==================== control_enable_pipeline
control_enable_pipeline, M3 wires:
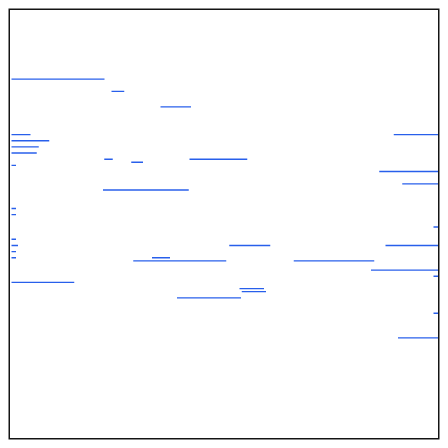

[src/rtl/control_enable_pipeline.sv]
// control_enable_pipeline: run/step sequencer for the MIPS pipeline.
// Drives the common stage enable and the pipeline flush, takes debug-unit
// commands over valid/ready, stops on HALT and counts enabled cycles.
// Optional feature macro: BREAKPOINT_EN (PC breakpoint while running).
module control_enable_pipeline #(
  parameter int CANT_BITS_ADDR     = 11,
  parameter int CANT_BITS_CONTADOR = 32,
  parameter int CANT_CICLOS_FLUSH  = 4
) (
  input  logic                          i_clock,
  input  logic                          i_soft_reset,
  input  logic                          i_cmd_valid,
  input  logic [1:0]                    i_cmd,
  output logic                          o_cmd_ready,
  input  logic                          i_halt_detectado,
  input  logic [CANT_BITS_ADDR-1:0]     i_adder_pc,
`ifdef BREAKPOINT_EN
  input  logic [CANT_BITS_ADDR-1:0]     i_breakpoint_addr,
  input  logic                          i_breakpoint_valid,
`endif
  output logic                          o_enable_pipeline,
  output logic                          o_reset_pipeline,
  output logic [CANT_BITS_CONTADOR-1:0] o_contador_ciclos,
  output logic                          o_step_done,
  output logic                          o_done,
  output logic [2:0]                    o_estado
);

  typedef enum logic [2:0] {
    S_IDLE  = 3'd0,
    S_RUN   = 3'd1,
    S_STEP  = 3'd2,
    S_FLUSH = 3'd3,
    S_DONE  = 3'd4
  } state_t;

  localparam logic [1:0] CMD_RUN   = 2'b00;
  localparam logic [1:0] CMD_STEP  = 2'b01;
  localparam logic [1:0] CMD_HALT  = 2'b10;
  localparam logic [1:0] CMD_RESET = 2'b11;

  // Flush counter must hold 0..CANT_CICLOS_FLUSH-1.
  localparam int FW = (CANT_CICLOS_FLUSH > 1) ? $clog2(CANT_CICLOS_FLUSH) : 1;

  state_t                        state_q, state_d;
  logic [FW-1:0]                 flush_cnt_q;
  logic [CANT_BITS_CONTADOR-1:0] cnt_q;
  logic                          step_done_q;
  logic                          cmd_acc;
  logic                          flush_last;
  logic                          bp_hit;
  logic                          enable;

  assign enable     = (state_q == S_RUN) || (state_q == S_STEP);
  assign cmd_acc    = i_cmd_valid && o_cmd_ready;
  assign flush_last = (flush_cnt_q == FW'(CANT_CICLOS_FLUSH - 1));

`ifdef BREAKPOINT_EN
  assign bp_hit = i_breakpoint_valid && (i_adder_pc == i_breakpoint_addr);
`else
  // The PC is only consumed by the breakpoint compare.
  logic unused_pc;
  assign unused_pc = ^i_adder_pc;
  assign bp_hit    = 1'b0;
`endif

  // State register; reset clears to IDLE asynchronously.
  always_ff @(posedge i_clock or posedge i_soft_reset) begin
    if (i_soft_reset) state_q <= S_IDLE;
    else              state_q <= state_d;
  end

  // Next-state: HALT detection beats breakpoint, which beats commands.
  always_comb begin
    state_d = state_q;
    case (state_q)
      S_IDLE: begin
        if (cmd_acc) begin
          case (i_cmd)
            CMD_RUN:   state_d = S_RUN;
            CMD_STEP:  state_d = S_STEP;
            CMD_RESET: state_d = S_FLUSH;
            default:   state_d = S_IDLE;
          endcase
        end
      end
      S_RUN: begin
        if (i_halt_detectado)                    state_d = S_DONE;
        else if (bp_hit)                         state_d = S_IDLE;
        else if (cmd_acc && i_cmd == CMD_HALT)   state_d = S_IDLE;
        else if (cmd_acc && i_cmd == CMD_RESET)  state_d = S_FLUSH;
      end
      // Single enabled cycle; breakpoints are deliberately not checked.
      S_STEP:  state_d = i_halt_detectado ? S_DONE : S_IDLE;
      S_FLUSH: if (flush_last) state_d = S_IDLE;
      S_DONE:  if (cmd_acc && i_cmd == CMD_RESET) state_d = S_FLUSH;
      default: state_d = S_IDLE;
    endcase
  end

  // Flush length counter, restarts whenever we are outside FLUSH.
  always_ff @(posedge i_clock or posedge i_soft_reset) begin
    if (i_soft_reset)            flush_cnt_q <= '0;
    else if (state_q != S_FLUSH) flush_cnt_q <= '0;
    else                         flush_cnt_q <= flush_cnt_q + 1'b1;
  end

  // Enabled-cycle counter: cleared on FLUSH entry, saturates at all-ones.
  always_ff @(posedge i_clock or posedge i_soft_reset) begin
    if (i_soft_reset)                                  cnt_q <= '0;
    else if (state_d == S_FLUSH && state_q != S_FLUSH) cnt_q <= '0;
    else if (enable && cnt_q != '1)                    cnt_q <= cnt_q + 1'b1;
  end

  // Step-done pulse in the cycle following STEP.
  always_ff @(posedge i_clock or posedge i_soft_reset) begin
    if (i_soft_reset) step_done_q <= 1'b0;
    else              step_done_q <= (state_q == S_STEP);
  end

  assign o_enable_pipeline = enable;
  assign o_reset_pipeline  = (state_q == S_FLUSH);
  assign o_done            = (state_q == S_DONE);
  assign o_cmd_ready       = (state_q == S_IDLE) || (state_q == S_RUN) ||
                             (state_q == S_DONE);
  assign o_contador_ciclos = cnt_q;
  assign o_step_done       = step_done_q;
  assign o_estado          = state_q;

endmodule

[config.mk]
export PLATFORM = sky130hd
export DESIGN_NAME = control_enable_pipeline
export DESIGN_NICKNAME = d
export VERILOG_FILES = /design/src/rtl/control_enable_pipeline.sv
export SDC_FILE = /design/constraint.sdc
export NUM_CORES = 1
export LEC_CHECK = 0
export CAP_MARGIN = 0
export CORE_MARGIN = 4
export CORE_UTILIZATION = 30
export CTS_CLUSTER_SIZE = 30
export DETAILED_ROUTE_END_ITERATION = 16
export SLEW_MARGIN = 15
export SYNTH_ARGS = -nofsm -noshare
export SYNTH_HDL_FRONTEND = slang
export SYNTH_SLANG_ARGS = --single-unit
[constraint.sdc]
create_clock -name i_clock -period 1.9 [get_ports i_clock]
set_input_delay 0.38 -clock i_clock [delete_from_list [all_inputs] [get_ports i_clock]]
set_output_delay 0.38 -clock i_clock [all_outputs]
set_load 0.01 [all_outputs]
==================== alu_sequencer
==> src/rtl/alu_pkg.sv <==
// alu_pkg: shared encodings for the ALU sequencer slice.
// Op codes double as the operand-mux select values.
package alu_pkg;

    localparam int WIDTH_DEF  = 4;
    localparam int SETTLE_DEF = 2;

    typedef enum logic [1:0] {
        OP_ADD = 2'b00,
        OP_SUB = 2'b01,
        OP_INC = 2'b10,
        OP_DEC = 2'b11
    } op_e;

    typedef enum logic [1:0] {
        ST_IDLE    = 2'd0,
        ST_DRIVE   = 2'd1,
        ST_CAPTURE = 2'd2,
        ST_RESP    = 2'd3
    } state_e;

endpackage

==> src/rtl/alu_flags.sv <==
// alu_flags: Z/C/V from accumulator, effective B and adder outputs.
// Purely combinational.
module alu_flags
    import alu_pkg::*;
#(
    parameter int WIDTH = WIDTH_DEF
) (
    input  logic [WIDTH-1:0] acc,
    input  logic [WIDTH-1:0] b_eff,
    input  logic [WIDTH-1:0] sum,
    input  logic             cout,
    output logic             z,
    output logic             c,
    output logic             v
);

    // Overflow: operands agree in sign, sum sign differs.
    always_comb begin
        z = (sum == '0);
        c = cout;
        v = (acc[WIDTH-1] == b_eff[WIDTH-1])
            && (sum[WIDTH-1] != acc[WIDTH-1]);
    end

endmodule

==> src/rtl/alu_sequencer.sv <==
// alu_sequencer: sequences one op through the external mux/adder,
// holds drives for SETTLE cycles, then captures into the accumulator.
module alu_sequencer
    import alu_pkg::*;
#(
    parameter int WIDTH  = WIDTH_DEF,
    parameter int SETTLE = SETTLE_DEF
) (
    input  logic             clk,
    input  logic             rst,
    input  logic             req_valid,
    output logic             req_ready,
    input  logic [1:0]       req_op,
    input  logic             req_load,
    input  logic [WIDTH-1:0] req_operand,
    output logic [WIDTH-1:0] mux_a,
    output logic             mux_s1,
    output logic             mux_s0,
    output logic [WIDTH-1:0] add_a,
    output logic             add_cin,
    input  logic [WIDTH-1:0] sum_in,
    input  logic             cout_in,
    output logic             resp_valid,
    input  logic             resp_ready,
    output logic [WIDTH-1:0] resp_result,
    output logic             resp_z,
    output logic             resp_c,
    output logic             resp_v,
    output logic [WIDTH-1:0] acc
);

    localparam logic [3:0] CNT_INIT = 4'(SETTLE - 1);

    state_e           state_q, state_d;
    logic [3:0]       cnt_q, cnt_d;
    logic [WIDTH-1:0] acc_q, acc_d;
    logic [WIDTH-1:0] mux_a_q, mux_a_d;
    op_e              op_q, op_d;
    logic             cin_q, cin_d;
    logic             z_q, z_d;
    logic             c_q, c_d;
    logic             v_q, v_d;

    logic [WIDTH-1:0] b_eff;
    logic             f_z, f_c, f_v;

    // Effective B the adder sees, rebuilt from the latched drives.
    always_comb begin
        b_eff = mux_a_q;
        unique case (op_q)
            OP_ADD: b_eff = mux_a_q;
            OP_SUB: b_eff = ~mux_a_q;
            OP_INC: b_eff = '0;
            OP_DEC: b_eff = '1;
            default: b_eff = mux_a_q;
        endcase
    end

    alu_flags #(
        .WIDTH (WIDTH)
    ) u_flags (
        .acc   (acc_q),
        .b_eff (b_eff),
        .sum   (sum_in),
        .cout  (cout_in),
        .z     (f_z),
        .c     (f_c),
        .v     (f_v)
    );

    // Next-state and registered-output logic for the sequencer.
    always_comb begin
        state_d = state_q;
        cnt_d   = cnt_q;
        acc_d   = acc_q;
        mux_a_d = mux_a_q;
        op_d    = op_q;
        cin_d   = cin_q;
        z_d     = z_q;
        c_d     = c_q;
        v_d     = v_q;
        unique case (state_q)
            ST_IDLE: begin
                if (req_valid && req_ready) begin
                    if (req_load) begin
                        acc_d   = req_operand;
                        z_d     = (req_operand == '0);
                        c_d     = 1'b0;
                        v_d     = 1'b0;
                        state_d = ST_RESP;
                    end else begin
                        mux_a_d = req_operand;
                        op_d    = op_e'(req_op);
                        cin_d   = req_op[1] ^ req_op[0];
                        cnt_d   = CNT_INIT;
                        state_d = ST_DRIVE;
                    end
                end
            end
            ST_DRIVE: begin
                if (cnt_q == 4'd0) begin
                    state_d = ST_CAPTURE;
                end else begin
                    cnt_d = cnt_q - 4'd1;
                end
            end
            ST_CAPTURE: begin
                acc_d   = sum_in;
                z_d     = f_z;
                c_d     = f_c;
                v_d     = f_v;
                mux_a_d = '0;
                op_d    = OP_ADD;
                cin_d   = 1'b0;
                state_d = ST_RESP;
            end
            ST_RESP: begin
                if (resp_ready) begin
                    state_d = ST_IDLE;
                end
            end
            default: state_d = ST_IDLE;
        endcase
    end

    // State and output registers; rst aborts any op in flight.
    always_ff @(posedge clk) begin
        if (rst) begin
            state_q <= ST_IDLE;
            cnt_q   <= 4'd0;
            acc_q   <= '0;
            mux_a_q <= '0;
            op_q    <= OP_ADD;
            cin_q   <= 1'b0;
            z_q     <= 1'b0;
            c_q     <= 1'b0;
            v_q     <= 1'b0;
        end else begin
            state_q <= state_d;
            cnt_q   <= cnt_d;
            acc_q   <= acc_d;
            mux_a_q <= mux_a_d;
            op_q    <= op_d;
            cin_q   <= cin_d;
            z_q     <= z_d;
            c_q     <= c_d;
            v_q     <= v_d;
        end
    end

    assign req_ready   = (state_q == ST_IDLE) && !rst;
    assign resp_valid  = (state_q == ST_RESP);
    assign mux_a       = mux_a_q;
    assign mux_s1      = op_q[1];
    assign mux_s0      = op_q[0];
    assign add_cin     = cin_q;
    assign add_a       = acc_q;
    assign acc         = acc_q;
    assign resp_result = acc_q;
    assign resp_z      = z_q;
    assign resp_c      = c_q;
    assign resp_v      = v_q;

endmodule

==> config.mk <==
export PLATFORM = sky130hd
export DESIGN_NAME = alu_sequencer
export DESIGN_NICKNAME = d
export VERILOG_FILES = /design/src/rtl/alu_pkg.sv /design/src/rtl/alu_flags.sv /design/src/rtl/alu_sequencer.sv
export SDC_FILE = /design/constraint.sdc
export NUM_CORES = 1
export LEC_CHECK = 0
export CORE_UTILIZATION = 42
export CTS_BUF_LIST = sky130_fd_sc_hd__clkbuf_8
export CTS_CLUSTER_DIAMETER = 30
export DETAILED_ROUTE_END_ITERATION = 10
export GPL_ROUTABILITY_DRIVEN = 0
export GPL_TIMING_DRIVEN = 0
export HOLD_SLACK_MARGIN = 0.12
export PLACE_DENSITY = 0.79
export SYNTH_ARGS = -nofsm -noshare
export SYNTH_HDL_FRONTEND = slang
export SYNTH_SLANG_ARGS = --single-unit
==> constraint.sdc <==
create_clock -name clk -period 1.66 [get_ports clk]
set_input_delay 0.332 -clock clk [delete_from_list [all_inputs] [get_ports clk]]
set_output_delay 0.332 -clock clk [all_outputs]
set_load 0.02 [all_outputs]

==> gallery <==
Routed metal per tile.
image #1
The die is cut into 11 by 11 equal tiles; dark blue is low, red is high, scaled to the fullest tile. Values are wire area over tile area, all layers added.
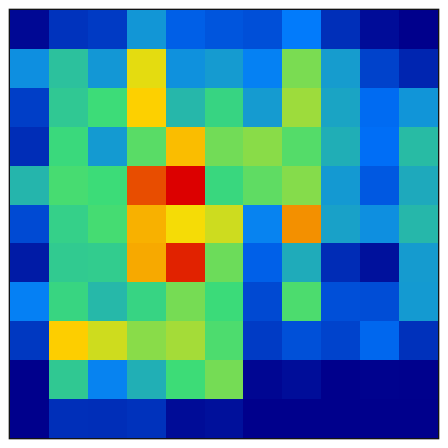
image #2
The die is cut into 19 by 19 equal tiles; dark blue is low, red is high, scaled to the fullest tile. Values are wire area over tile area, all layers added.
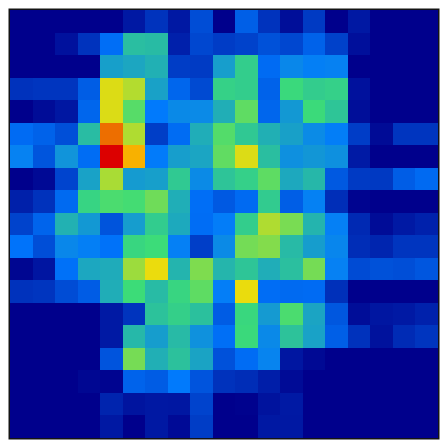
control_enable_pipeline: image #2
alu_sequencer: image #1

control_enable_pipeline, congestion heat map:
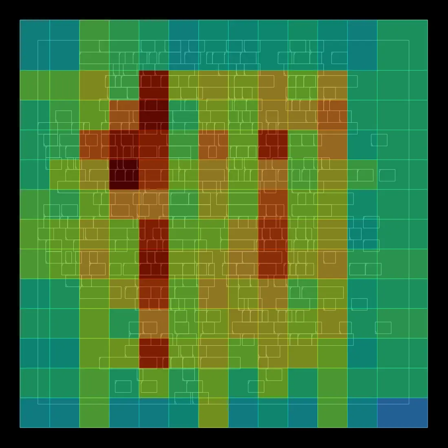
Core Util, Final: 49.01%
GR Util All Layers: 14.26%
drt wl/cell: 14.62 um
met1 global-route usage: 17.72%

control_enable_pipeline, signal wires on met2:
Cells faint in the background.
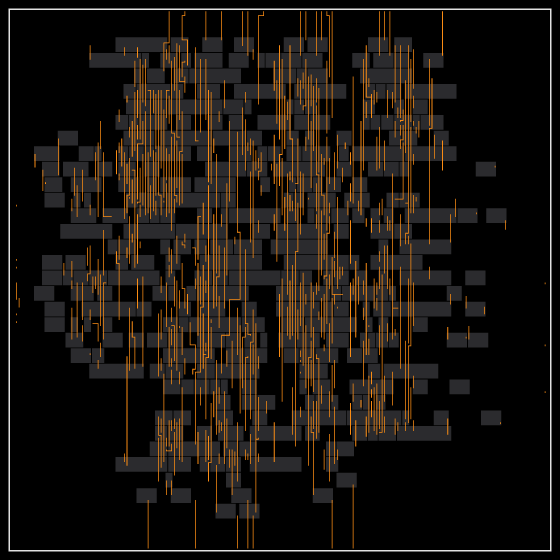
wire length on this layer: 3250 um
longest straight run: 34.0 um
main direction: vertical
nets with wire on the layer: 310
final wirelength: 6391 um
met2 GRT Util: 24.05%
via count: 2224

Notes on 'M3 wires' of control_enable_pipeline above:
main direction: horizontal
nets with wire on the layer: 30
met3 Usage GRT: 2.550%

==> Changelog: implementation, control_enable_pipeline <==
## Flow update

* Seq pwr at 0.00148 W
* Top cell excl fill/tap: buf_4
* Cell Type Count at 44
* Final number of setup-violating endpoints at 0
* Critical Path, Cell by Cell: ha_4 > and2_4 > nand4_1 > buf_4 > o2111ai_4 > or3_4 > a21oi_2
* R2R setup slack at 0.006 ns
* Cts bufs inserted at 5
* Worst Hold End: flush_cnt_q[0]
* Flops at 38
* N_taps at 99
* Critical R2R Launch: o_contador_ciclos[1]
* Mapped Area at 2243 sq um
* Core area at 7253 sq um
* WP data arrival at 2.12 ns
* YS chip area at 2243 sq um
* Hold WS at 0.4436 ns
* First-pass GRT wire length at 10250 um
* R2r worst-path depth at 7
* Status: finished, final reports clean
* Final max-slew violation count at 0
* Antenna-violating nets left at 0
* Top Ports at 57
alu_sequencer, M3 wires:
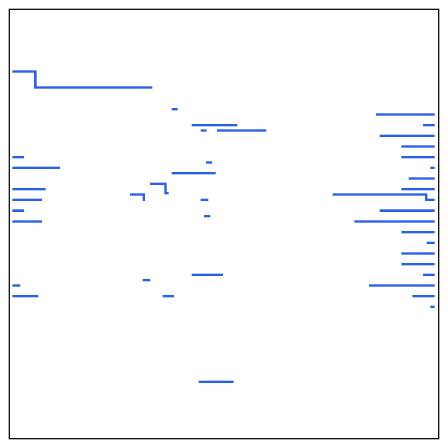
wire length on this layer: 160 um
share of all routed wire: 5.0%
main direction: horizontal
final wirelength: 3173 um
via count: 1173

==> Changelog: implementation, alu_sequencer <==
## Flow update

* Synth Instances at 134
* Hold WS at 0.4581 ns
* Setup TNS Final at -0.004961 ns
* Met3 WL post-DR at 159 um
* Syn-to-layout area delta at 55.86%
* Fmax at 601.2 MHz
* Register area at 406.6 sq um
* Top Ports at 40
* Yosys reg bits at 20
* Comb_multi_in at 93
* Critical path's slowest cell: or3b_4
* PnR worst setup slack at -0.003262 ns
* Final max-slew violation count at 0
* Largest class: combinational gates
* Register share after synthesis at 34.71%
* CLK BUF at 3
* Max layer used: met4
* Crit end category: flip-flop
* Failing checks: negative setup slack
* Hpwl dp at 2107 um
* CP top delay family: simple AND/OR/NAND/NOR gates
* Logic cell area at 716.9 sq um
* Final number of setup-violating endpoints at 2
* DRT Pass-1 Iters at 4
* Switching Fraction at 38.72%
* Status: finished with violations
* Fill cells at 201
* Critical path data required time at 1.79 ns

==================== frame_sel_ctrl_flat
frame_sel_ctrl_flat, M1 wires:
The bar under the picture is 20 um long. Supply wires on this layer in gray.
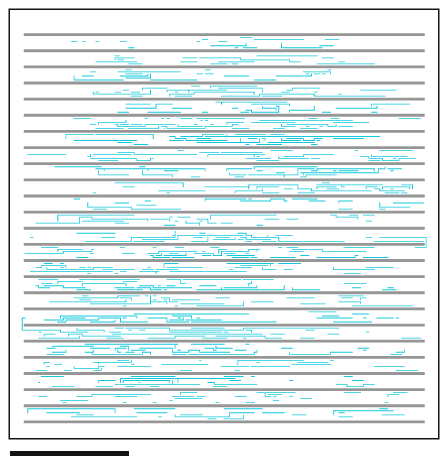
frame_sel_ctrl_flat, signal wires on met2:
Cells faint in the background.
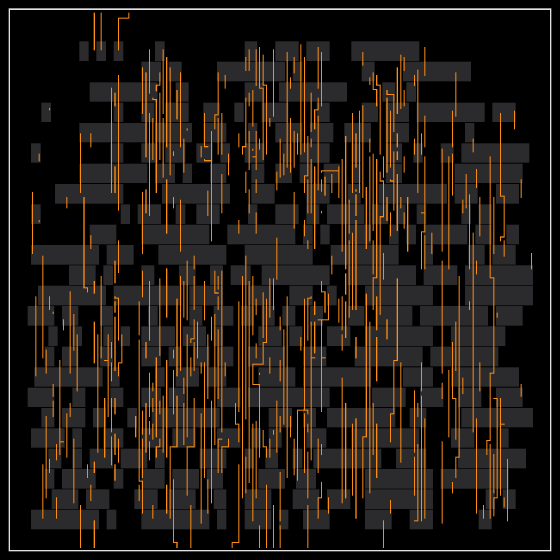
**config.mk**
```make
export PLATFORM = sky130hd
export DESIGN_NAME = frame_sel_ctrl_flat
export DESIGN_NICKNAME = d
export VERILOG_FILES = /design/src/rtl/frame_sel_if.sv /design/src/rtl/frame_sel_ctrl.sv /design/src/flat_wrapper.sv
export SDC_FILE = /design/constraint.sdc
export NUM_CORES = 1
export LEC_CHECK = 0
export CELL_PAD_IN_SITES_DETAIL_PLACEMENT = 1
export CELL_PAD_IN_SITES_GLOBAL_PLACEMENT = 1
export CORE_MARGIN = 2
export CORE_UTILIZATION = 49
export CTS_BUF_LIST = sky130_fd_sc_hd__clkbuf_8
export DETAILED_ROUTE_END_ITERATION = 8
export GPL_TIMING_DRIVEN = 1
export PLACE_DENSITY = 0.84
export SLEW_MARGIN = 20
export SYNTH_ARGS = -nofsm -noshare
export SYNTH_HDL_FRONTEND = slang
export SYNTH_SLANG_ARGS = --single-unit
```
**constraint.sdc**
```tcl
create_clock -name i_clk_in -period 5.9 [get_ports i_clk_in]
set_input_delay 1.18 -clock i_clk_in [delete_from_list [all_inputs] [get_ports i_clk_in]]
set_output_delay 1.18 -clock i_clk_in [all_outputs]
set_load 0.02 [all_outputs]
```
**src/rtl/frame_sel_if.sv**
```systemverilog
// Frame-select control bundle: slow control inputs from the front panel and the
// frame index/address outputs towards the capture-buffer read side.
interface frame_sel_if #(
   parameter int FRAME_W = 4,
   parameter int ADDR_W  = 14
);
   logic               frame_clk;
   logic               run_en;
   logic               step_btn;
   logic               dir;
   logic [FRAME_W-1:0] frame_idx;
   logic [ADDR_W-1:0]  frame_base_addr;
   logic               frame_tick;
   logic               paused;

   modport master (
      output frame_clk, run_en, step_btn, dir,
      input  frame_idx, frame_base_addr, frame_tick, paused
   );

   modport slave (
      input  frame_clk, run_en, step_btn, dir,
      output frame_idx, frame_base_addr, frame_tick, paused
   );
endinterface

```
**src/rtl/frame_sel_ctrl.sv**
```systemverilog
// Steps a display frame index from the 2 Hz frame clock (RUN) or from a debounced
// step button (PAUSED); i_rst is asynchronous and active-low.
module frame_sel_ctrl #(
   parameter int NUM_FRAMES   = 16,
   parameter int FRAME_W      = 4,
   parameter int FRAME_LEN    = 640,
   parameter int ADDR_W       = 14,
   parameter int DEBOUNCE_CYC = 500000
) (
   input  logic        i_clk_in,
   input  logic        i_rst,
   frame_sel_if.slave  bus
);

   typedef enum logic {
      ST_PAUSED = 1'b0,
      ST_RUN    = 1'b1
   } state_t;

   localparam int                 CNT_W        = $clog2(DEBOUNCE_CYC + 1);
   localparam logic [CNT_W-1:0]   LP_DB_LAST   = CNT_W'(DEBOUNCE_CYC - 1);
   localparam logic [FRAME_W-1:0] LP_LAST_IDX  = FRAME_W'(NUM_FRAMES - 1);
   localparam logic [ADDR_W-1:0]  LP_STRIDE    = ADDR_W'(FRAME_LEN);
   localparam logic [ADDR_W-1:0]  LP_LAST_ADDR = ADDR_W'((NUM_FRAMES - 1) * FRAME_LEN);

   logic               r_frame_s1, r_frame_s2, r_frame_prev;
   logic               r_run_s1, r_run_s2;
   logic               r_btn_s1, r_btn_s2;
   logic               r_btn_db, r_btn_db_d;
   logic [CNT_W-1:0]   r_db_cnt;
   logic [1:0]         r_arm;
   state_t             r_state;
   logic [FRAME_W-1:0] r_idx;
   logic [ADDR_W-1:0]  r_base;
   logic               r_tick;
   logic               r_paused;

   logic               w_fe;
   logic               w_step_req;
   logic               w_advance;
   logic [FRAME_W-1:0] w_idx_nxt;
   logic [ADDR_W-1:0]  w_base_nxt;

   // Edge mask opens one cycle after arm==2: sync chain plus edge register is three
   // stages deep, so a frame_clk already high at reset release never looks like an edge.
   always_comb begin
      w_fe       = r_frame_s2 & ~r_frame_prev & (r_arm == 2'd3);
      w_step_req = r_btn_db & ~r_btn_db_d;
      case (r_state)
         ST_RUN:    w_advance = w_fe;
         ST_PAUSED: w_advance = w_step_req;
         default:   w_advance = 1'b0;
      endcase
      if (bus.dir == 1'b0) begin
         if (r_idx == LP_LAST_IDX) begin
            w_idx_nxt  = '0;
            w_base_nxt = '0;
         end else begin
            w_idx_nxt  = r_idx + FRAME_W'(1);
            w_base_nxt = r_base + LP_STRIDE;
         end
      end else begin
         if (r_idx == '0) begin
            w_idx_nxt  = LP_LAST_IDX;
            w_base_nxt = LP_LAST_ADDR;
         end else begin
            w_idx_nxt  = r_idx - FRAME_W'(1);
            w_base_nxt = r_base - LP_STRIDE;
         end
      end
   end

   // Input synchronisers, frame edge history and post-reset arm counter.
   always_ff @(posedge i_clk_in or negedge i_rst) begin
      if (!i_rst) begin
         r_frame_s1   <= 1'b0;
         r_frame_s2   <= 1'b0;
         r_frame_prev <= 1'b0;
         r_run_s1     <= 1'b0;
         r_run_s2     <= 1'b0;
         r_btn_s1     <= 1'b0;
         r_btn_s2     <= 1'b0;
         r_arm        <= 2'd0;
      end else begin
         r_frame_s1   <= bus.frame_clk;
         r_frame_s2   <= r_frame_s1;
         r_frame_prev <= r_frame_s2;
         r_run_s1     <= bus.run_en;
         r_run_s2     <= r_run_s1;
         r_btn_s1     <= bus.step_btn;
         r_btn_s2     <= r_btn_s1;
         if (r_arm != 2'd3) begin
            r_arm <= r_arm + 2'd1;
         end else begin
            r_arm <= r_arm;
         end
      end
   end

   // Step button debounce: accept a new level after DEBOUNCE_CYC consecutive differing cycles.
   always_ff @(posedge i_clk_in or negedge i_rst) begin
      if (!i_rst) begin
         r_btn_db   <= 1'b0;
         r_btn_db_d <= 1'b0;
         r_db_cnt   <= '0;
      end else begin
         r_btn_db_d <= r_btn_db;
         if (r_btn_s2 == r_btn_db) begin
            r_db_cnt <= '0;
         end else if (r_db_cnt == LP_DB_LAST) begin
            r_btn_db <= r_btn_s2;
            r_db_cnt <= '0;
         end else begin
            r_db_cnt <= r_db_cnt + CNT_W'(1);
         end
      end
   end

   // Mode FSM with paused decoded alongside the state, plus index/address stepping.
   always_ff @(posedge i_clk_in or negedge i_rst) begin
      if (!i_rst) begin
         r_state  <= ST_PAUSED;
         r_paused <= 1'b1;
         r_idx    <= '0;
         r_base   <= '0;
         r_tick   <= 1'b0;
      end else begin
         case (r_state)
            ST_PAUSED: begin
               if (r_run_s2) begin
                  r_state  <= ST_RUN;
                  r_paused <= 1'b0;
               end
            end
            ST_RUN: begin
               if (!r_run_s2) begin
                  r_state  <= ST_PAUSED;
                  r_paused <= 1'b1;
               end
            end
            default: begin
               r_state  <= ST_PAUSED;
               r_paused <= 1'b1;
            end
         endcase
         r_tick <= w_advance;
         if (w_advance) begin
            r_idx  <= w_idx_nxt;
            r_base <= w_base_nxt;
         end
      end
   end

   assign bus.frame_idx       = r_idx;
   assign bus.frame_base_addr = r_base;
   assign bus.frame_tick      = r_tick;
   assign bus.paused          = r_paused;

endmodule

```
**src/flat_wrapper.sv**
```systemverilog
// flat-port wrapper written by rule: the top's interface ports become plain ports
module frame_sel_ctrl_flat 
#(
   parameter int NUM_FRAMES   = 16,
   parameter int FRAME_W      = 4,
   parameter int FRAME_LEN    = 640,
   parameter int ADDR_W       = 14,
   parameter int DEBOUNCE_CYC = 500000
)
  (i_clk_in, i_rst, bus_frame_clk, bus_run_en, bus_step_btn, bus_dir, bus_frame_idx, bus_frame_base_addr, bus_frame_tick, bus_paused);
  frame_sel_if #(.FRAME_W(FRAME_W), .ADDR_W(ADDR_W)) bus_i ();
  input  logic i_clk_in;
  input  logic i_rst;
  input wire logic [$bits(bus_i.frame_clk)-1:0] bus_frame_clk;
  input wire logic [$bits(bus_i.run_en)-1:0] bus_run_en;
  input wire logic [$bits(bus_i.step_btn)-1:0] bus_step_btn;
  input wire logic [$bits(bus_i.dir)-1:0] bus_dir;
  output wire logic [$bits(bus_i.frame_idx)-1:0] bus_frame_idx;
  output wire logic [$bits(bus_i.frame_base_addr)-1:0] bus_frame_base_addr;
  output wire logic [$bits(bus_i.frame_tick)-1:0] bus_frame_tick;
  output wire logic [$bits(bus_i.paused)-1:0] bus_paused;
  assign bus_i.frame_clk = bus_frame_clk;
  assign bus_i.run_en = bus_run_en;
  assign bus_i.step_btn = bus_step_btn;
  assign bus_i.dir = bus_dir;
  assign bus_frame_idx = bus_i.frame_idx;
  assign bus_frame_base_addr = bus_i.frame_base_addr;
  assign bus_frame_tick = bus_i.frame_tick;
  assign bus_paused = bus_i.paused;
  frame_sel_ctrl #(.NUM_FRAMES(NUM_FRAMES), .FRAME_W(FRAME_W), .FRAME_LEN(FRAME_LEN), .ADDR_W(ADDR_W), .DEBOUNCE_CYC(DEBOUNCE_CYC)) u_core (.i_clk_in(i_clk_in), .i_rst(i_rst), .bus(bus_i));
endmodule
```
==> Changelog: implementation <==
## Flow update

* Status: finished, final reports clean
* Logic gate share of total power at 31.2%
* Setup WS pre-CTS at 2.755 ns
* Top pwr grp: registers
* Hold Vio Cnt, Final at 0
* Port Buf Inserts at 18
* Core area at 4414 sq um
* Layout clock area frac at 4.455%
* Cell Type Count at 47
* Die ar. at 5206 sq um
* Hold path cells at 0
* Most frequent logic cells in the routed design: dfrtp_1, nor2_1, clkdlybuf4s50_1
* Met3 Usage GRT at 5.833%
* Final max-slew violation count at 0
* CTS max path bufs at 2
* Non-Filler Instances at 299
* Synth top cell by count: dfrtp_1
* Core Util, Final at 58.53%
* DIE WIDTH at 72.15 um
* Synth Instances at 229
* Register area at 1102 sq um
* R2R setup slack at 3.65 ns
* Signal buffers at 19
* Setup crit end: u_core.bus.frame_base_addr[12]
* Worst path max stage delay at 0.67 ns
* CP top delay family: AND-OR/OR-AND gates
* DRC Markers at 0
* Static leakage at 1.063 nW
Notes on 'M1 wires' of frame_sel_ctrl_flat above:
main direction: horizontal
wire length on this layer: 2430 um
share of all routed wire: 47%
longest straight run: 29.4 um
final wirelength: 5226 um
met1 global-route usage: 29.88%
via count: 1777

Notes on 'signal wires on met2' of frame_sel_ctrl_flat above:
nets with wire on the layer: 233
wire length on this layer: 2490 um
share of all routed wire: 48%


No activity file was given, so power comes from the tool's default toggle rates.
